# design 1

--- config.mk ---
export PLATFORM = sky130hd
export DESIGN_NAME = tnn_popcount_sequencer_flat
export DESIGN_NICKNAME = d
export VERILOG_FILES = /design/src/rtl/tnn_popcount_sequencer_if.sv /design/src/rtl/tnn_popcount_sequencer.sv /design/src/flat_wrapper.sv
export SDC_FILE = /design/constraint.sdc
export NUM_CORES = 1
export LEC_CHECK = 0
export ABC_AREA = 1
export CAP_MARGIN = 20
export CORE_UTILIZATION = 40
export DETAILED_ROUTE_END_ITERATION = 10
export PLACE_DENSITY = 0.65
export SYNTH_ARGS = -nofsm -noshare
export SYNTH_HDL_FRONTEND = slang
export SYNTH_SLANG_ARGS = --single-unit
export TNS_END_PERCENT = 20
--- constraint.sdc ---
create_clock -name clk -period 2.6 [get_ports clk]
set_input_delay 0.26 -clock clk [delete_from_list [all_inputs] [get_ports clk]]
set_output_delay 0.26 -clock clk [all_outputs]
set_load 0.03 [all_outputs]
--- src/rtl/tnn_popcount_sequencer_if.sv ---
// Bundle between a ternary neuron sequencer, its controller and the shared
// 7-input popcount unit. Widths follow from N_IN so both ends agree.
interface tnn_popcount_sequencer_if #(
  parameter int N_IN = 21
);
  localparam int NCH   = (N_IN + 6) / 7;
  localparam int ACC_W = $clog2(7 * NCH + 1);
  localparam int SUM_W = ACC_W + 1;

  logic                    start;
  logic                    abort;
  logic [N_IN-1:0]         x;
  logic [N_IN-1:0]         pos_mask;
  logic [N_IN-1:0]         neg_mask;
  logic signed [SUM_W-1:0] thr_hi;
  logic signed [SUM_W-1:0] thr_lo;
  logic [6:0]              pc_in;
  logic [2:0]              pc_out;
  logic                    busy;
  logic                    done;
  logic signed [SUM_W-1:0] sum;
  logic [1:0]              y;

  // Environment side: controller plus the shared popcount unit.
  modport master (
    output start, abort, x, pos_mask, neg_mask, thr_hi, thr_lo, pc_out,
    input  pc_in, busy, done, sum, y
  );

  // Sequencer side.
  modport slave (
    input  start, abort, x, pos_mask, neg_mask, thr_hi, thr_lo, pc_out,
    output pc_in, busy, done, sum, y
  );
endinterface

--- src/rtl/tnn_popcount_sequencer.sv ---
// Ternary neuron evaluated by time-multiplexing one shared 7-input popcount
// unit: per 7-bit chunk the positive then negative masked activations are
// issued, counts are accumulated, and sum=pos-neg is thresholded to +1/0/-1.
module tnn_popcount_sequencer #(
  parameter int N_IN = 21
) (
  input  logic                          clk,
  input  logic                          rst_n,
  tnn_popcount_sequencer_if.slave       nif
);
  localparam int NCH   = (N_IN + 6) / 7;
  localparam int ACC_W = $clog2(7 * NCH + 1);
  localparam int SUM_W = ACC_W + 1;
  localparam int PAD_W = 7 * NCH;
  localparam int CH_W  = (NCH > 1) ? $clog2(NCH) : 1;

  typedef enum logic [1:0] {IDLE, RUN, FINAL, DONE} state_t;

  state_t                  state_q;
  logic [PAD_W-1:0]        xp_q, xn_q;
  logic signed [SUM_W-1:0] thr_hi_q, thr_lo_q;
  logic [ACC_W-1:0]        pos_cnt_q, neg_cnt_q;
  logic [CH_W-1:0]         chunk_q;
  logic                    neg_ph_q;
  logic [6:0]              pc_in_q;
  logic                    busy_q, done_q;
  logic signed [SUM_W-1:0] sum_q;
  logic [1:0]              y_q;

  logic [PAD_W-1:0]        xp_d, xn_d;
  logic [6:0]              pos_ch [NCH];
  logic [6:0]              neg_ch [NCH];
  logic [CH_W-1:0]         chunk_nxt;
  logic                    last_chunk;
  logic signed [SUM_W-1:0] sum_d;

  // Masked activations, zero-padded to whole chunks. Only the products are
  // latched: x, pos_mask and neg_mask are never needed separately later.
  always_comb begin
    xp_d             = '0;
    xn_d             = '0;
    xp_d[N_IN-1:0]   = nif.x & nif.pos_mask;
    xn_d[N_IN-1:0]   = nif.x & nif.neg_mask;
  end

  for (genvar c = 0; c < NCH; c++) begin : g_chunk
    assign pos_ch[c] = xp_q[7*c +: 7];
    assign neg_ch[c] = xn_q[7*c +: 7];
  end

  // Operand-walk helpers and the signed difference used on the FINAL edge.
  always_comb begin
    chunk_nxt  = chunk_q + 1'b1;
    last_chunk = (chunk_q == CH_W'(NCH - 1));
    sum_d      = $signed({1'b0, pos_cnt_q}) - $signed({1'b0, neg_cnt_q});
  end

  // Sequencer FSM with registered outputs; abort beats start.
  always_ff @(posedge clk or negedge rst_n) begin
    if (!rst_n) begin
      state_q   <= IDLE;
      xp_q      <= '0;
      xn_q      <= '0;
      thr_hi_q  <= '0;
      thr_lo_q  <= '0;
      pos_cnt_q <= '0;
      neg_cnt_q <= '0;
      chunk_q   <= '0;
      neg_ph_q  <= 1'b0;
      pc_in_q   <= '0;
      busy_q    <= 1'b0;
      done_q    <= 1'b0;
      sum_q     <= '0;
      y_q       <= 2'b00;
    end else if (nif.abort) begin
      state_q <= IDLE;
      pc_in_q <= '0;
      busy_q  <= 1'b0;
      done_q  <= 1'b0;
    end else begin
      case (state_q)
        IDLE, DONE: begin
          done_q <= 1'b0;
          if (nif.start) begin
            xp_q      <= xp_d;
            xn_q      <= xn_d;
            thr_hi_q  <= nif.thr_hi;
            thr_lo_q  <= nif.thr_lo;
            pos_cnt_q <= '0;
            neg_cnt_q <= '0;
            chunk_q   <= '0;
            neg_ph_q  <= 1'b0;
            pc_in_q   <= xp_d[6:0];
            busy_q    <= 1'b1;
            state_q   <= RUN;
          end else begin
            state_q <= IDLE;
          end
        end
        RUN: begin
          if (neg_ph_q) neg_cnt_q <= neg_cnt_q + ACC_W'(nif.pc_out);
          else          pos_cnt_q <= pos_cnt_q + ACC_W'(nif.pc_out);
          if (!neg_ph_q) begin
            neg_ph_q <= 1'b1;
            pc_in_q  <= neg_ch[chunk_q];
          end else if (last_chunk) begin
            pc_in_q  <= '0;
            state_q  <= FINAL;
          end else begin
            chunk_q  <= chunk_nxt;
            neg_ph_q <= 1'b0;
            pc_in_q  <= pos_ch[chunk_nxt];
          end
        end
        FINAL: begin
          sum_q <= sum_d;
          if (sum_d > thr_hi_q)      y_q <= 2'b01;
          else if (sum_d < thr_lo_q) y_q <= 2'b11;
          else                       y_q <= 2'b00;
          busy_q  <= 1'b0;
          done_q  <= 1'b1;
          state_q <= DONE;
        end
        default: begin
          pc_in_q <= '0;
          busy_q  <= 1'b0;
          done_q  <= 1'b0;
          state_q <= IDLE;
        end
      endcase
    end
  end

  assign nif.pc_in = pc_in_q;
  assign nif.busy  = busy_q;
  assign nif.done  = done_q;
  assign nif.sum   = sum_q;
  assign nif.y     = y_q;
endmodule

--- src/flat_wrapper.sv ---
// flat-port wrapper written by rule: the top's interface ports become plain ports
module tnn_popcount_sequencer_flat 
#(
  parameter int N_IN = 21
)
  (clk, rst_n, nif_start, nif_abort, nif_x, nif_pos_mask, nif_neg_mask, nif_thr_hi, nif_thr_lo, nif_pc_out, nif_pc_in, nif_busy, nif_done, nif_sum, nif_y);
  tnn_popcount_sequencer_if #(.N_IN(N_IN)) nif_i ();
  input  logic clk;
  input  logic rst_n;
  input wire logic [$bits(nif_i.start)-1:0] nif_start;
  input wire logic [$bits(nif_i.abort)-1:0] nif_abort;
  input wire logic [$bits(nif_i.x)-1:0] nif_x;
  input wire logic [$bits(nif_i.pos_mask)-1:0] nif_pos_mask;
  input wire logic [$bits(nif_i.neg_mask)-1:0] nif_neg_mask;
  input wire logic [$bits(nif_i.thr_hi)-1:0] nif_thr_hi;
  input wire logic [$bits(nif_i.thr_lo)-1:0] nif_thr_lo;
  input wire logic [$bits(nif_i.pc_out)-1:0] nif_pc_out;
  output wire logic [$bits(nif_i.pc_in)-1:0] nif_pc_in;
  output wire logic [$bits(nif_i.busy)-1:0] nif_busy;
  output wire logic [$bits(nif_i.done)-1:0] nif_done;
  output wire logic [$bits(nif_i.sum)-1:0] nif_sum;
  output wire logic [$bits(nif_i.y)-1:0] nif_y;
  assign nif_i.start = nif_start;
  assign nif_i.abort = nif_abort;
  assign nif_i.x = nif_x;
  assign nif_i.pos_mask = nif_pos_mask;
  assign nif_i.neg_mask = nif_neg_mask;
  assign nif_i.thr_hi = nif_thr_hi;
  assign nif_i.thr_lo = nif_thr_lo;
  assign nif_i.pc_out = nif_pc_out;
  assign nif_pc_in = nif_i.pc_in;
  assign nif_busy = nif_i.busy;
  assign nif_done = nif_i.done;
  assign nif_sum = nif_i.sum;
  assign nif_y = nif_i.y;
  tnn_popcount_sequencer #(.N_IN(N_IN)) u_core (.clk(clk), .rst_n(rst_n), .nif(nif_i));
endmodule
# design 2

===== config.mk =====
export PLATFORM = sky130hd
export DESIGN_NAME = mux8_rr_arbiter_flat
export DESIGN_NICKNAME = d
export VERILOG_FILES = /design/src/rtl/mux8_rr_arbiter_if.sv /design/src/rtl/mux8_rr_arbiter.sv /design/src/flat_wrapper.sv
export SDC_FILE = /design/constraint.sdc
export NUM_CORES = 1
export LEC_CHECK = 0
export CORE_AREA = 4 4 89 91
export DETAILED_ROUTE_END_ITERATION = 12
export DIE_AREA = 0 0 93 95
export GPL_TIMING_DRIVEN = 0
export SLEW_MARGIN = 40
export SYNTH_ARGS = -nofsm -noshare
export SYNTH_HDL_FRONTEND = slang
export SYNTH_SLANG_ARGS = --single-unit

===== constraint.sdc =====
create_clock -name clk -period 8.1 [get_ports clk]
set_input_delay 0.81 -clock clk [delete_from_list [all_inputs] [get_ports clk]]
set_output_delay 0.81 -clock clk [all_outputs]
set_load 0.05 [all_outputs]

===== src/rtl/mux8_rr_arbiter_if.sv =====
// Requester-side bundle for the shared 8:1 mux arbiter: request vector in, grant and mux select out.
// The master modport is the requester pool and the slave modport is the arbiter.
interface mux8_rr_arbiter_if;
   logic [7:0] req;
   logic [7:0] grant;
   logic       s2;
   logic       s1;
   logic       s0;
   logic       busy;
   logic       timeout;

   modport master (output req, input grant, s2, s1, s0, busy, timeout);
   modport slave  (input req, output grant, s2, s1, s0, busy, timeout);
endinterface


===== src/rtl/mux8_rr_arbiter.sv =====
// Round-robin owner sequencer for a shared 8:1 single-bit mux, with a hold timeout.
// One cycle from req to grant/select; requesters wait by holding req high, no other backpressure.
module mux8_rr_arbiter #(
   parameter int MAX_HOLD = 4,
   parameter int CNT_W    = 3
) (
   input logic              clk,
   input logic              rst,
   mux8_rr_arbiter_if.slave arb
);
   typedef enum logic {IDLE = 1'b0, GRANT = 1'b1} state_t;

   localparam logic [CNT_W-1:0] HOLD_SAT  = CNT_W'(MAX_HOLD);
   localparam logic [CNT_W-1:0] HOLD_LAST = CNT_W'(MAX_HOLD - 1);

   state_t           state_q, state_d;
   logic [7:0]       grant_q, grant_d;
   logic [2:0]       sel_q, sel_d;
   logic [2:0]       ptr_q, ptr_d;
   logic [CNT_W-1:0] hcnt_q, hcnt_d;
   logic             timeout_q, timeout_d;

   logic [3:0] idle_pick;
   logic [3:0] next_pick;
   logic       owner_req;
   logic       others;

   // Returns {found, index} of the first set bit scanning base, base+1, ... modulo 8.
   function automatic logic [3:0] rr_pick(input logic [7:0] r, input logic [2:0] base);
      logic [3:0] res;
      logic [2:0] idx;
      res = 4'b0;
      for (int i = 7; i >= 0; i--) begin
         idx = base + 3'(i);
         if (r[idx]) res = {1'b1, idx};
      end
      return res;
   endfunction

   assign idle_pick = rr_pick(arb.req, ptr_q);
   // Owner masked out so a forced rotation cannot hand the grant straight back.
   assign next_pick = rr_pick(arb.req & ~grant_q, sel_q + 3'd1);
   assign owner_req = |(arb.req & grant_q);
   assign others    = |(arb.req & ~grant_q);

   always_comb begin
      state_d   = state_q;
      grant_d   = grant_q;
      sel_d     = sel_q;
      ptr_d     = ptr_q;
      hcnt_d    = hcnt_q;
      timeout_d = 1'b0;
      case (state_q)
         IDLE: begin
            if (idle_pick[3]) begin
               state_d = GRANT;
               grant_d = 8'b1 << idle_pick[2:0];
               sel_d   = idle_pick[2:0];
               hcnt_d  = '0;
            end
         end
         GRANT: begin
            if (!owner_req) begin
               ptr_d  = sel_q + 3'd1;
               hcnt_d = '0;
               if (next_pick[3]) begin
                  grant_d = 8'b1 << next_pick[2:0];
                  sel_d   = next_pick[2:0];
               end else begin
                  state_d = IDLE;
                  grant_d = 8'b0;
               end
            end else if (!others) begin
               if (hcnt_q < HOLD_SAT) hcnt_d = hcnt_q + CNT_W'(1);
            end else if ((MAX_HOLD != 0) && (hcnt_q >= HOLD_LAST)) begin
               // Counter may already sit at saturation if competitors just arrived.
               grant_d   = 8'b1 << next_pick[2:0];
               sel_d     = next_pick[2:0];
               ptr_d     = sel_q + 3'd1;
               hcnt_d    = '0;
               timeout_d = 1'b1;
            end else begin
               hcnt_d = hcnt_q + CNT_W'(1);
            end
         end
         default: state_d = IDLE;
      endcase
   end

   always_ff @(posedge clk or posedge rst) begin
      if (rst) begin
         state_q   <= IDLE;
         grant_q   <= 8'b0;
         sel_q     <= 3'b000;
         ptr_q     <= 3'b000;
         hcnt_q    <= '0;
         timeout_q <= 1'b0;
      end else begin
         state_q   <= state_d;
         grant_q   <= grant_d;
         sel_q     <= sel_d;
         ptr_q     <= ptr_d;
         hcnt_q    <= hcnt_d;
         timeout_q <= timeout_d;
      end
   end

   assign arb.grant   = grant_q;
   assign arb.s2      = sel_q[2];
   assign arb.s1      = sel_q[1];
   assign arb.s0      = sel_q[0];
   assign arb.busy    = (state_q == GRANT);
   assign arb.timeout = timeout_q;
endmodule


===== src/flat_wrapper.sv =====
// flat-port wrapper written by rule: the top's interface ports become plain ports
module mux8_rr_arbiter_flat 
#(
   parameter int MAX_HOLD = 4,
   parameter int CNT_W    = 3
)
  (clk, rst, arb_req, arb_grant, arb_s2, arb_s1, arb_s0, arb_busy, arb_timeout);
  mux8_rr_arbiter_if arb_i ();
  input logic clk;
  input logic rst;
  input wire logic [$bits(arb_i.req)-1:0] arb_req;
  output wire logic [$bits(arb_i.grant)-1:0] arb_grant;
  output wire logic [$bits(arb_i.s2)-1:0] arb_s2;
  output wire logic [$bits(arb_i.s1)-1:0] arb_s1;
  output wire logic [$bits(arb_i.s0)-1:0] arb_s0;
  output wire logic [$bits(arb_i.busy)-1:0] arb_busy;
  output wire logic [$bits(arb_i.timeout)-1:0] arb_timeout;
  assign arb_i.req = arb_req;
  assign arb_grant = arb_i.grant;
  assign arb_s2 = arb_i.s2;
  assign arb_s1 = arb_i.s1;
  assign arb_s0 = arb_i.s0;
  assign arb_busy = arb_i.busy;
  assign arb_timeout = arb_i.timeout;
  mux8_rr_arbiter #(.MAX_HOLD(MAX_HOLD), .CNT_W(CNT_W)) u_core (.clk(clk), .rst(rst), .arb(arb_i));
endmodule

# design 3

===== src/rtl/uart_byte_io.sv =====
// ---------------------------------------------------------------------------
// uart_byte_io
//   Byte-level UART I/O engine serving a main command decoder. One command is
//   accepted at a time: "send byte" shifts an 8N1 frame out on txd, "receive
//   byte" hands over the oldest byte from a small RX queue. The receiver runs
//   on its own and fills the queue whenever a good frame arrives on rxd.
//
// Command handshake: uart_go is a one-cycle strobe, sampled only while the
//   command FSM is IDLE (strobes in any other state are ignored). Every
//   accepted command finishes with exactly one uart_done pulse, in the same
//   cycle the FSM is back in IDLE, so a new strobe may arrive in that cycle.
//   rx_data is updated in the uart_done cycle of a receive and then holds.
//
// Parameters
//   CLKS_PER_BIT : clocks per serial bit (even, >= 4)
//   RXQ_AW       : log2 of the RX queue depth
//
// Ports
//   clk, rstn     : system clock (posedge), async active-low reset
//   uart_go       : command strobe
//   rors          : command type with uart_go, 1 = send, 0 = receive
//   tx_data       : byte to send with uart_go when rors = 1
//   uart_done     : one-cycle completion pulse
//   rx_data       : last byte handed over by a receive command
//   txd           : serial output, idle high
//   rxd           : serial input, asynchronous to clk
//   rx_overrun    : sticky, a received byte was dropped (queue full)
//   rx_frame_err  : sticky, a frame had a low stop bit
//   cmd_state     : debug view of the command FSM state
//   rx_state      : debug view of the receiver FSM state
// ---------------------------------------------------------------------------
module uart_byte_io #(
  parameter int CLKS_PER_BIT = 868,
  parameter int RXQ_AW       = 2
) (
  input  logic       clk,
  input  logic       rstn,
  input  logic       uart_go,
  input  logic       rors,
  input  logic [7:0] tx_data,
  output logic       uart_done,
  output logic [7:0] rx_data,
  output logic       txd,
  input  logic       rxd,
  output logic       rx_overrun,
  output logic       rx_frame_err,
  output logic [1:0] cmd_state,
  output logic [2:0] rx_state
);

  localparam int CNT_W = $clog2(CLKS_PER_BIT);
  localparam int DEPTH = 1 << RXQ_AW;

  localparam logic [CNT_W-1:0] BIT_LAST = CNT_W'(CLKS_PER_BIT - 1);
  localparam logic [CNT_W-1:0] BIT_HALF = CNT_W'(CLKS_PER_BIT / 2);
  localparam logic [RXQ_AW:0]  Q_FULL   = {1'b1, {RXQ_AW{1'b0}}};

  // Command FSM encoding
  localparam logic [1:0] IDLE    = 2'd0;
  localparam logic [1:0] TX_BUSY = 2'd1;
  localparam logic [1:0] RX_WAIT = 2'd2;

  // Receiver FSM encoding
  localparam logic [2:0] R_IDLE      = 3'd0;
  localparam logic [2:0] R_START     = 3'd1;
  localparam logic [2:0] R_DATA      = 3'd2;
  localparam logic [2:0] R_STOP      = 3'd3;
  localparam logic [2:0] R_WAIT_HIGH = 3'd4;

  // -------------------------------------------------------------------------
  // Transmit path and command FSM
  // -------------------------------------------------------------------------
  logic [CNT_W-1:0] tx_cnt;
  logic [3:0]       tx_bit;    // bit currently on the line: 0 start .. 9 stop
  logic [8:0]       tx_frame;  // bits still to send, next one at [0]

  logic [RXQ_AW:0]   q_count;
  logic [RXQ_AW-1:0] rd_ptr;
  logic [RXQ_AW-1:0] wr_ptr;
  logic [7:0]        q_mem [DEPTH];

  logic pop;
  assign pop = (cmd_state == RX_WAIT) && (q_count != '0);

  always_ff @(posedge clk or negedge rstn) begin
    if (!rstn) begin
      cmd_state <= IDLE;
      txd       <= 1'b1;
      uart_done <= 1'b0;
      rx_data   <= 8'h00;
      tx_cnt    <= '0;
      tx_bit    <= 4'd0;
      tx_frame  <= '1;
    end else begin
      uart_done <= 1'b0;
      case (cmd_state)
        IDLE: begin
          if (uart_go) begin
            if (rors) begin
              // Start bit goes out in the cycle right after acceptance.
              tx_frame  <= {1'b1, tx_data};
              txd       <= 1'b0;
              tx_cnt    <= '0;
              tx_bit    <= 4'd0;
              cmd_state <= TX_BUSY;
            end else begin
              cmd_state <= RX_WAIT;
            end
          end
        end
        TX_BUSY: begin
          if (tx_cnt == BIT_LAST) begin
            tx_cnt <= '0;
            if (tx_bit == 4'd9) begin
              txd       <= 1'b1;
              uart_done <= 1'b1;
              cmd_state <= IDLE;
            end else begin
              // The 1 shifted in at the top becomes the stop bit.
              txd      <= tx_frame[0];
              tx_frame <= {1'b1, tx_frame[8:1]};
              tx_bit   <= tx_bit + 4'd1;
            end
          end else begin
            tx_cnt <= tx_cnt + 1'b1;
          end
        end
        RX_WAIT: begin
          if (pop) begin
            rx_data   <= q_mem[rd_ptr];
            uart_done <= 1'b1;
            cmd_state <= IDLE;
          end
        end
        default: cmd_state <= IDLE;
      endcase
    end
  end

  // -------------------------------------------------------------------------
  // rxd synchronizer plus one history flop for edge detection.
  // The flops reset low so a line that is already low when reset releases
  // never looks like a falling edge; the receiver only arms once it has seen
  // the line high and then low again.
  // -------------------------------------------------------------------------
  logic rx_s1, rx_s2, rx_s3;

  always_ff @(posedge clk or negedge rstn) begin
    if (!rstn) begin
      rx_s1 <= 1'b0;
      rx_s2 <= 1'b0;
      rx_s3 <= 1'b0;
    end else begin
      rx_s1 <= rxd;
      rx_s2 <= rx_s1;
      rx_s3 <= rx_s2;
    end
  end

  // -------------------------------------------------------------------------
  // Receiver FSM
  // rx_cnt starts at 1 on the edge detect because the low level was already
  // present in rx_s2 one cycle earlier; the start check at BIT_HALF and every
  // later check at BIT_LAST then land on the bit centers.
  // -------------------------------------------------------------------------
  logic [CNT_W-1:0] rx_cnt;
  logic [2:0]       rx_bit;
  logic [7:0]       rx_shift;
  logic             push;

  assign push = (rx_state == R_STOP) && (rx_cnt == BIT_LAST) && rx_s2;

  always_ff @(posedge clk or negedge rstn) begin
    if (!rstn) begin
      rx_state     <= R_IDLE;
      rx_cnt       <= '0;
      rx_bit       <= 3'd0;
      rx_shift     <= 8'h00;
      rx_frame_err <= 1'b0;
    end else begin
      case (rx_state)
        R_IDLE: begin
          if (rx_s3 && !rx_s2) begin
            rx_cnt   <= CNT_W'(1);
            rx_state <= R_START;
          end
        end
        R_START: begin
          if (rx_cnt == BIT_HALF) begin
            rx_cnt <= '0;
            rx_bit <= 3'd0;
            // A line that is high again at mid start bit was a glitch.
            rx_state <= rx_s2 ? R_IDLE : R_DATA;
          end else begin
            rx_cnt <= rx_cnt + 1'b1;
          end
        end
        R_DATA: begin
          if (rx_cnt == BIT_LAST) begin
            rx_cnt   <= '0;
            rx_shift <= {rx_s2, rx_shift[7:1]};
            if (rx_bit == 3'd7) begin
              rx_state <= R_STOP;
            end else begin
              rx_bit <= rx_bit + 3'd1;
            end
          end else begin
            rx_cnt <= rx_cnt + 1'b1;
          end
        end
        R_STOP: begin
          if (rx_cnt == BIT_LAST) begin
            rx_cnt <= '0;
            if (rx_s2) begin
              rx_state <= R_IDLE;
            end else begin
              rx_frame_err <= 1'b1;
              rx_state     <= R_WAIT_HIGH;
            end
          end else begin
            rx_cnt <= rx_cnt + 1'b1;
          end
        end
        R_WAIT_HIGH: begin
          if (rx_s2) rx_state <= R_IDLE;
        end
        default: rx_state <= R_IDLE;
      endcase
    end
  end

  // -------------------------------------------------------------------------
  // RX queue: circular buffer, count has one extra bit to tell full from
  // empty. A push while full is still accepted if a pop frees the slot in the
  // same cycle; the pop reads the old head before the write lands.
  // -------------------------------------------------------------------------
  logic push_ok;
  assign push_ok = push && ((q_count != Q_FULL) || pop);

  always_ff @(posedge clk or negedge rstn) begin
    if (!rstn) begin
      wr_ptr     <= '0;
      rd_ptr     <= '0;
      q_count    <= '0;
      rx_overrun <= 1'b0;
    end else begin
      if (push_ok) wr_ptr <= wr_ptr + 1'b1;
      if (push && !push_ok) rx_overrun <= 1'b1;
      if (pop) rd_ptr <= rd_ptr + 1'b1;
      case ({push_ok, pop})
        2'b10:   q_count <= q_count + 1'b1;
        2'b01:   q_count <= q_count - 1'b1;
        default: q_count <= q_count;
      endcase
    end
  end

  always_ff @(posedge clk) begin
    if (push_ok) q_mem[wr_ptr] <= rx_shift;
  end

endmodule


===== config.mk =====
export PLATFORM = sky130hd
export DESIGN_NAME = uart_byte_io
export DESIGN_NICKNAME = d
export VERILOG_FILES = /design/src/rtl/uart_byte_io.sv
export SDC_FILE = /design/constraint.sdc
export NUM_CORES = 1
export LEC_CHECK = 0
export ABC_CLOCK_PERIOD_IN_PS = 5830
export CAP_MARGIN = 20
export CORE_UTILIZATION = 50
export CTS_CLUSTER_SIZE = 8
export DETAILED_ROUTE_END_ITERATION = 16
export GPL_TIMING_DRIVEN = 0
export PLACE_DENSITY = 0.69
export SLEW_MARGIN = 20
export SYNTH_ARGS = -nofsm -noshare
export SYNTH_HDL_FRONTEND = slang
export SYNTH_SLANG_ARGS = --single-unit

===== constraint.sdc =====
create_clock -name clk -period 5.83 [get_ports clk]
set_clock_uncertainty 0.2 [all_clocks]
set_input_delay 1.166 -clock clk [delete_from_list [all_inputs] [get_ports clk]]
set_output_delay 1.166 -clock clk [all_outputs]
set_load 0.03 [all_outputs]

# design 4

$ cat src/rtl/braid_seq_pkg.sv
// Shared types and default sizing for the braid inlet sequencer.
package braid_seq_pkg;

  localparam int unsigned DEF_N_INLETS     = 8;
  localparam int unsigned DEF_DWELL_W      = 16;
  localparam int unsigned DEF_FLUSH_CYCLES = 4;

  typedef enum logic [1:0] {
    ST_IDLE  = 2'd0,
    ST_OPEN  = 2'd1,
    ST_FLUSH = 2'd2,
    ST_FIN   = 2'd3
  } seq_state_e;

endpackage

$ cat src/rtl/braid_next_inlet.sv
// Combinational pick of the lowest set mask bit strictly above 'after'.
// With from_none set, the search starts below bit 0 and bit 0 itself is eligible.
module braid_next_inlet #(
  parameter int unsigned N_INLETS = 8,
  localparam int unsigned IDX_W   = $clog2(N_INLETS)
) (
  input  logic [N_INLETS-1:0] mask,
  input  logic [IDX_W-1:0]    after,
  input  logic                from_none,
  output logic [IDX_W-1:0]    next_idx_c,
  output logic                found_c
);

  // Descending scan so the lowest eligible bit is the last one written.
  always_comb begin
    next_idx_c = '0;
    found_c    = 1'b0;
    for (int i = int'(N_INLETS) - 1; i >= 0; i--) begin
      if (mask[i] && (from_none || (i > int'(after)))) begin
        next_idx_c = IDX_W'(i);
        found_c    = 1'b1;
      end
    end
  end

endmodule

$ cat src/rtl/braid_inlet_sequencer.sv
// Timed inlet valve sequencer feeding the mixer braid: opens each selected inlet for
// the latched dwell, purges the shared feed line after each one, then reports done/aborted.
module braid_inlet_sequencer
  import braid_seq_pkg::*;
#(
  parameter int unsigned N_INLETS     = DEF_N_INLETS,
  parameter int unsigned DWELL_W      = DEF_DWELL_W,
  parameter int unsigned FLUSH_CYCLES = DEF_FLUSH_CYCLES
) (
  input  logic                        clk,
  input  logic                        rst_n,
  input  logic                        start,
  input  logic                        abort,
  input  logic [N_INLETS-1:0]         inlet_mask,
  input  logic [DWELL_W-1:0]          dwell,
  output logic [N_INLETS-1:0]         valve_open,
  output logic                        flush_open,
  output logic [$clog2(N_INLETS)-1:0] cur_inlet,
  output logic                        busy,
  output logic                        done,
  output logic                        aborted
);

  localparam int unsigned IDX_W   = $clog2(N_INLETS);
  localparam int unsigned FLUSH_W = $clog2(FLUSH_CYCLES + 1);

  seq_state_e           state_q, state_d;
  logic [N_INLETS-1:0]  mask_q, mask_d;
  logic [DWELL_W-1:0]   dwell_q, dwell_d;
  logic [DWELL_W-1:0]   cnt_q, cnt_d;
  logic [FLUSH_W-1:0]   fcnt_q, fcnt_d;
  logic                 abort_pend_q, abort_pend_d;
  logic [N_INLETS-1:0]  valve_d;
  logic                 flush_d, busy_d, done_d, aborted_d;
  logic [IDX_W-1:0]     cur_d;

  logic [DWELL_W-1:0]   dwell_eff_c;
  logic [IDX_W-1:0]     first_idx_c, next_idx_c;
  logic                 first_found_c, next_found_c;

  // A zero dwell still opens the valve for one cycle.
  assign dwell_eff_c = (dwell == '0) ? DWELL_W'(1) : dwell;

  braid_next_inlet #(.N_INLETS(N_INLETS)) u_first_pick (
    .mask       (inlet_mask),
    .after      ('0),
    .from_none  (1'b1),
    .next_idx_c (first_idx_c),
    .found_c    (first_found_c)
  );

  braid_next_inlet #(.N_INLETS(N_INLETS)) u_advance_pick (
    .mask       (mask_q),
    .after      (cur_inlet),
    .from_none  (1'b0),
    .next_idx_c (next_idx_c),
    .found_c    (next_found_c)
  );

  // Next-state and next-output logic; every output is the registered copy of its _d value.
  always_comb begin
    state_d      = state_q;
    mask_d       = mask_q;
    dwell_d      = dwell_q;
    cnt_d        = cnt_q;
    fcnt_d       = fcnt_q;
    abort_pend_d = abort_pend_q;
    valve_d      = valve_open;
    flush_d      = flush_open;
    cur_d        = cur_inlet;
    busy_d       = busy;
    done_d       = 1'b0;
    aborted_d    = 1'b0;

    case (state_q)
      ST_IDLE: begin
        busy_d = 1'b0;
        if (start) begin
          mask_d       = inlet_mask;
          dwell_d      = dwell_eff_c;
          abort_pend_d = 1'b0;
          busy_d       = 1'b1;
          if (first_found_c) begin
            state_d = ST_OPEN;
            cur_d   = first_idx_c;
            valve_d = N_INLETS'(1) << first_idx_c;
            cnt_d   = dwell_eff_c;
          end else begin
            state_d = ST_FIN;
            done_d  = 1'b1;
          end
        end
      end

      ST_OPEN: begin
        if (abort || (cnt_q == DWELL_W'(1))) begin
          state_d      = ST_FLUSH;
          valve_d      = '0;
          flush_d      = 1'b1;
          fcnt_d       = FLUSH_W'(FLUSH_CYCLES);
          abort_pend_d = abort_pend_q | abort;
        end else begin
          cnt_d = cnt_q - DWELL_W'(1);
        end
      end

      ST_FLUSH: begin
        abort_pend_d = abort_pend_q | abort;
        if (fcnt_q == FLUSH_W'(1)) begin
          flush_d = 1'b0;
          if (abort_pend_q || abort) begin
            state_d   = ST_FIN;
            aborted_d = 1'b1;
          end else if (next_found_c) begin
            state_d = ST_OPEN;
            cur_d   = next_idx_c;
            valve_d = N_INLETS'(1) << next_idx_c;
            cnt_d   = dwell_q;
          end else begin
            state_d = ST_FIN;
            done_d  = 1'b1;
          end
        end else begin
          fcnt_d = fcnt_q - FLUSH_W'(1);
        end
      end

      ST_FIN: begin
        state_d = ST_IDLE;
        busy_d  = 1'b0;
      end

      default: begin
        state_d = ST_IDLE;
        valve_d = '0;
        flush_d = 1'b0;
        busy_d  = 1'b0;
      end
    endcase
  end

  always_ff @(posedge clk or negedge rst_n) begin
    if (!rst_n) begin
      state_q      <= ST_IDLE;
      mask_q       <= '0;
      dwell_q      <= '0;
      cnt_q        <= '0;
      fcnt_q       <= '0;
      abort_pend_q <= 1'b0;
      valve_open   <= '0;
      flush_open   <= 1'b0;
      cur_inlet    <= '0;
      busy         <= 1'b0;
      done         <= 1'b0;
      aborted      <= 1'b0;
    end else begin
      state_q      <= state_d;
      mask_q       <= mask_d;
      dwell_q      <= dwell_d;
      cnt_q        <= cnt_d;
      fcnt_q       <= fcnt_d;
      abort_pend_q <= abort_pend_d;
      valve_open   <= valve_d;
      flush_open   <= flush_d;
      cur_inlet    <= cur_d;
      busy         <= busy_d;
      done         <= done_d;
      aborted      <= aborted_d;
    end
  end

endmodule

$ cat config.mk
export PLATFORM = sky130hd
export DESIGN_NAME = braid_inlet_sequencer
export DESIGN_NICKNAME = d
export VERILOG_FILES = /design/src/rtl/braid_seq_pkg.sv /design/src/rtl/braid_next_inlet.sv /design/src/rtl/braid_inlet_sequencer.sv
export SDC_FILE = /design/constraint.sdc
export NUM_CORES = 1
export LEC_CHECK = 0
export CORE_MARGIN = 5
export CORE_UTILIZATION = 43
export CTS_BUF_LIST = sky130_fd_sc_hd__clkbuf_4 sky130_fd_sc_hd__clkbuf_8 sky130_fd_sc_hd__clkbuf_16
export DETAILED_ROUTE_END_ITERATION = 8
export GPL_ROUTABILITY_DRIVEN = 0
export GPL_TIMING_DRIVEN = 0
export PLACE_DENSITY = 0.66
export REMOVE_ABC_BUFFERS = 1
export SYNTH_ARGS = -nofsm -noshare
export SYNTH_HDL_FRONTEND = slang
export SYNTH_HIERARCHICAL = 1
export SYNTH_SLANG_ARGS = --single-unit
$ cat constraint.sdc
create_clock -name clk -period 2.57 [get_ports clk]
set_clock_uncertainty 0.1 [all_clocks]
set_input_delay 0.514 -clock clk [delete_from_list [all_inputs] [get_ports clk]]
set_output_delay 0.514 -clock clk [all_outputs]
set_load 0.05 [all_outputs]
Design 4, cell classes on the final placement:
Drawn at 4 px/um. Fill, decap, tap and diode cells in gray.
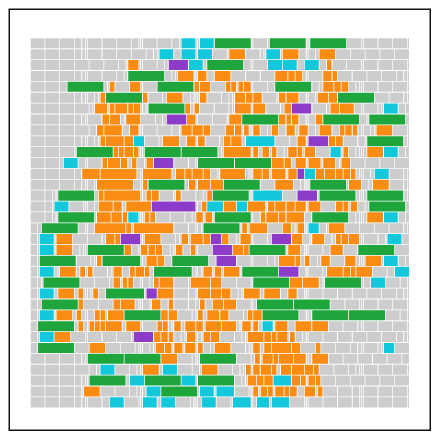
other buffers and delay cells: drawn in cyan, cells 52. flops: drawn in green, cells 61. all other logic: drawn in orange, cells 336. clock drivers and dummy loads: drawn in purple, cells 16.
core region area: 8760 um^2
Std-Cell Rows: 34
sequential share of cell area: 0.321

==> design notes, design 4 <==
The flow ran to the end, and the final reports show no timing, DRC or antenna violations. As reported, the later end of the worst-skew pair has a clock insertion delay of 0.34 ns. Among all cell classes, the greatest summed area belongs to combinational gates.

The run gives 42 for the number of buffer cells added on primary ports. In the synthesized netlist the dominant register cell turns out to be sky130_fd_sc_hd__dfrtp_1. In this run, CTS created clock tree buffers numbering 9. The first global-routing pass estimated 16600 um of wire.

Per the layout report, the design carries 13 clock buffers. The post-placement worst setup slack came out at -1.49 ns. TritonCTS built the clock tree. The fraction of registers with async set or reset after synthesis was 1.00; the area share of xor/xnor cells in the synthesized design was 0.00905. The share of the core filled with cells is 0.543.

Startpoint of the most critical register-to-register path: cnt_q[8]. For this design, the sink count on the clock tree is 61.
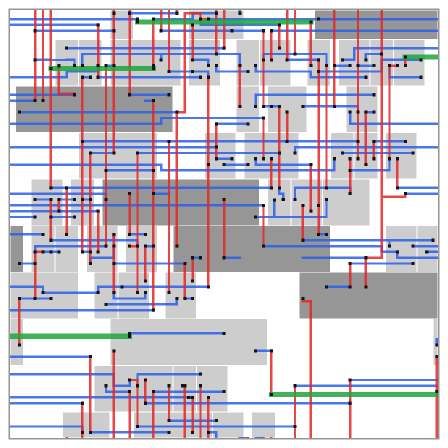
Design 1: zoomed window
Window x 42 to 67, y 42 to 67 um. Cells in gray, sequential cells in the stronger gray; small squares are vias.
met1: drawn in blue. met3: drawn in green. met2: drawn in red.
50 logic cells have their middle in the window. Sequential cells in the window: 5. Netlist names of flops here include `u_core.chunk_q` (2), `u_core.xn_q` (2). Most frequent: nand2_1 (10), o21ai_0 (10), dfrtp_1 (5).

==> design notes, design 1 <==
The run finished, with violations left. The checks that failed: setup timing. The worst setup path is launched from a register. The logs give 818 for the post-layout instance count excluding filler cells and 1 for the final-report setup violation count.

The commonest register cell after synthesis is sky130_fd_sc_hd__dfrtp_1. Between clock sinks in the finished design, the worst skew comes to 0.00588 ns. Compared with the post-synthesis result, the final layout area differs by 33.5%. The detailed router reports a met2 wire length of 5130 um. The final layout contains 784 nets. The run gives 5 for the total of cells resized after clock tree synthesis. Number of antenna violations at the first check in global routing: 0. The die is 109 um tall. Met3 capacity usage during global routing: 0.0263.

The global-route wire length before repair came out at 18800 um. After floorplanning, the die was sized to cover 11900 um^2. The share of cell area taken by multi-input logic gates came out at 0.345. The final worst setup slack came out at -0.0300 ns. By area the synthesized netlist is led by sky130_fd_sc_hd__dfrtp_1 (47%), sky130_fd_sc_hd__nand2_1 (13%), sky130_fd_sc_hd__o21ai_0 (9.4%). The netlist area before placement was 4600 um^2; the top fanout value on the critical path was 3. The number of rows created at floorplan came out at 38.
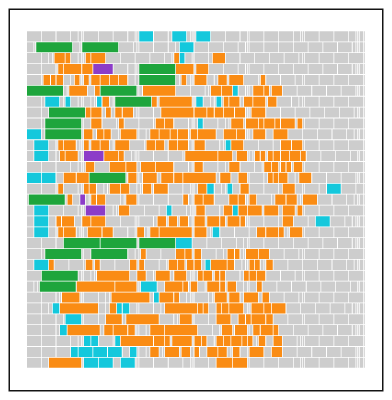
Design 2: cell classes on the final placement
Drawn at 4 px/um. Fill, decap, tap and diode cells in gray.
flops: drawn in green, cells 19. all other logic: drawn in orange, cells 292. clock drivers and dummy loads: drawn in purple, cells 4. other buffers and delay cells: drawn in cyan, cells 49.
sequential share of cell area: 0.148
core region area: 7140 um^2
Std-Cell Rows: 31
Finished Core Util: 0.449

==> design notes, design 2 <==
For the worst setup path, the data arrival time is 4.30 ns. After layout, the setup clock skew is reported as 0.00537 ns. Share of post-route cells with drive strength above 1: 0.104. The stage logs contain a warning count of 28. The non-clock inverters instantiated in the layout total 12.

Across all register-to-register paths, the minimum setup slack is 3.94 ns.

The flow ran to the end, and the final reports show no timing, DRC or antenna violations. The run gives 0 as the number of hold-repair buffers added at the cts stage. The tools report the number of global-route vias before repair as 2712. Number of vias after detailed routing: 2870. Counting buffers and inverters, the worst setup path is 11 cells deep.
Design 3, clock nets:
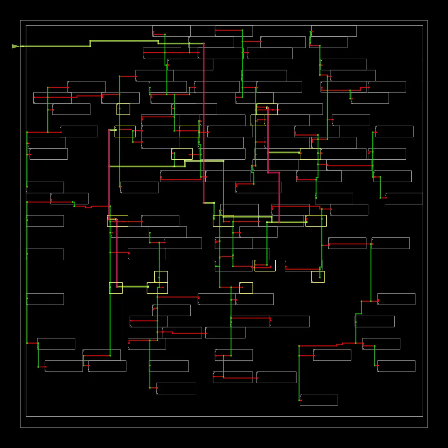
sequential cell count of the final layout: 102
Clock Latency Late Sink: 0.37 ns
clock buffer count from CTS: 9

Design 3, zoomed window:
Window x 37 to 62, y 37 to 62 um. Cells in gray, sequential cells in the stronger gray; small squares are vias.
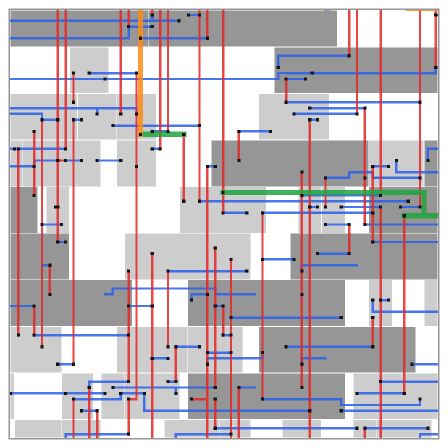
met3: drawn in green. met2: drawn in red. met1: drawn in blue. met4: drawn in orange.
Netlist names of flops here include `q_mem` (3), `tx_cnt` (3), `q_count` (2). Most frequent: dfrtp_1 (6), and2_1 (4). 31 logic cells have their middle in the window. Sequential cells in the window: 9.

==> design notes, design 3 <==
The total global-route track usage is 0.187. In this build the clock could be raised as far as 334 MHz. The run finished with clean final reports.

Counting flops and latches in the post-synthesis netlist gives 102. Ranked by flip-flop count, first place goes to q_mem. The number of clock buffers in the layout is 10.

The area taken by multi-input combinational cells is reported as 1860 um^2. The run gives 0.324 for the top cell type's share of synthesized area. The run gives 8370 um as the sum of routed wire length over all layers.

The pin count of the biggest net entering global routing was 54. With the total of cells resized after clock tree synthesis at 0, the number of antenna violations at the first check in global routing is 0. The area share of xor/xnor cells in the synthesized design is 0.0241. Global-route wire length before repair: 14200 um.

Post-detailed-route DRC marker count: 0.

==> screenshots <==
Clock network drawn from the DEF.
(a)
Drawn at 4 px/um.
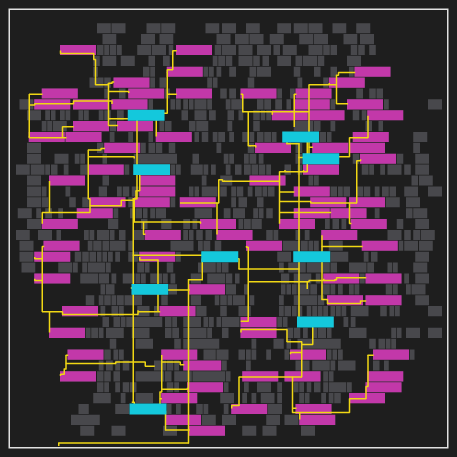
(b)
Drawn at 6 px/um.
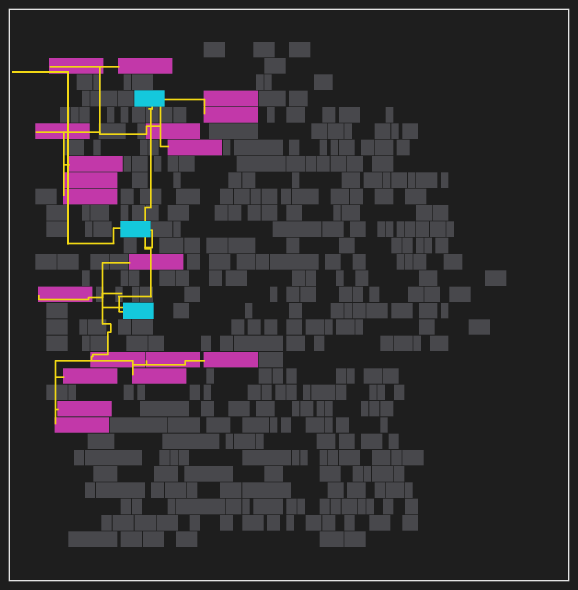
(c)
Drawn at 6 px/um.
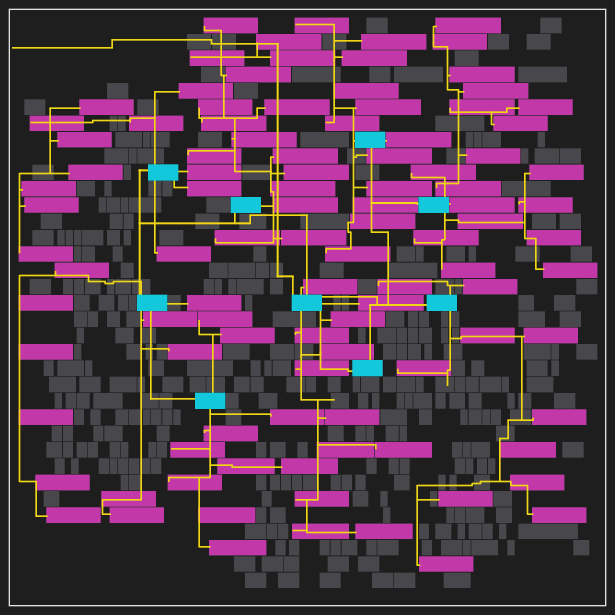
(d)
Drawn at 6 px/um.
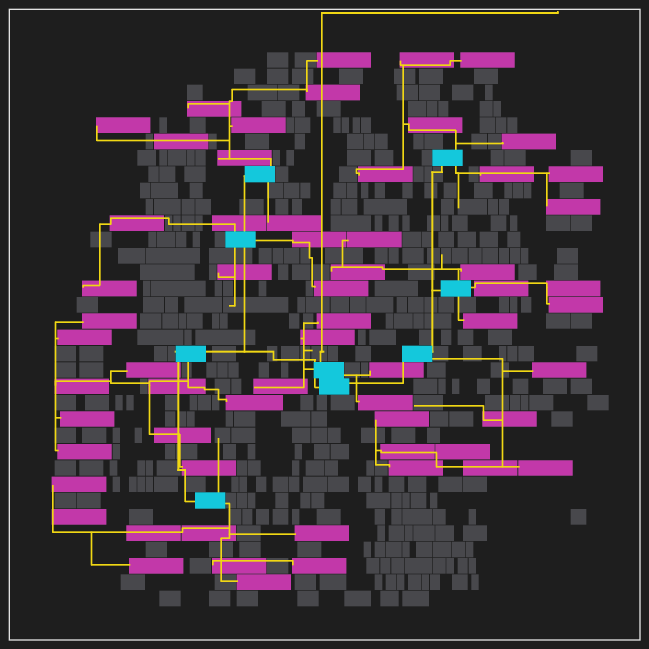
- design 2 = (b)
- design 3 = (c)
- design 1 = (a)
- design 4 = (d)
The one with the most sequential cells is (c).
The one with the fewest sequential cells is (b).

Key to (b):
cells driving clock nets: drawn in cyan, count 3. flip-flops: drawn in magenta, count 19. clock wires: drawn in yellow, length 266 um.
There are 4 routed clock nets.



==> notes/layouts.md <==
Pictures saved along the way, in no particular order.

Clock nets.
Plate I
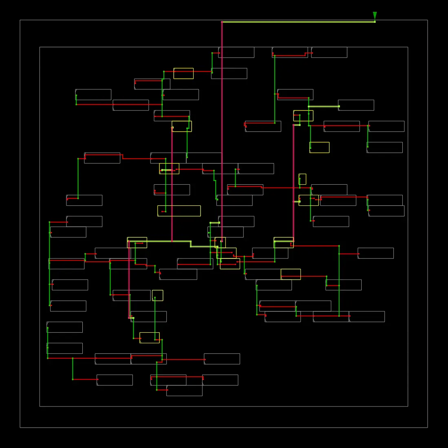
Plate II
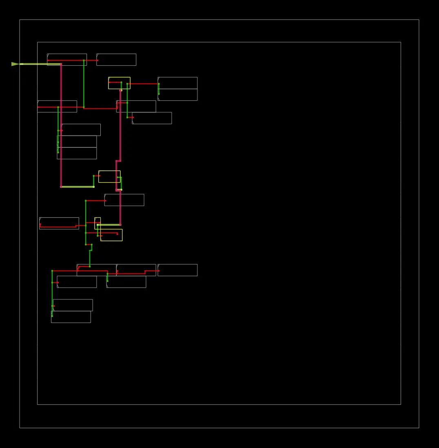
Plate III
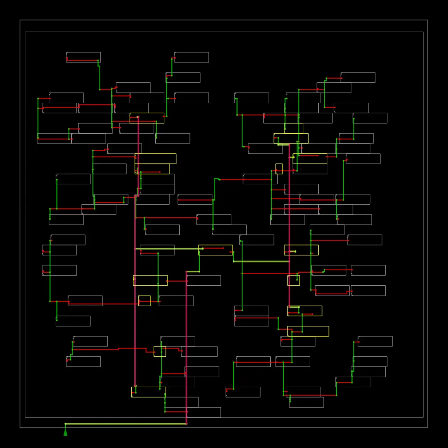
Plate II -> design 2
Plate I -> design 4
Plate III -> design 1
Of these, fewest sequential cells: Plate II
Of these, most sequential cells: Plate III

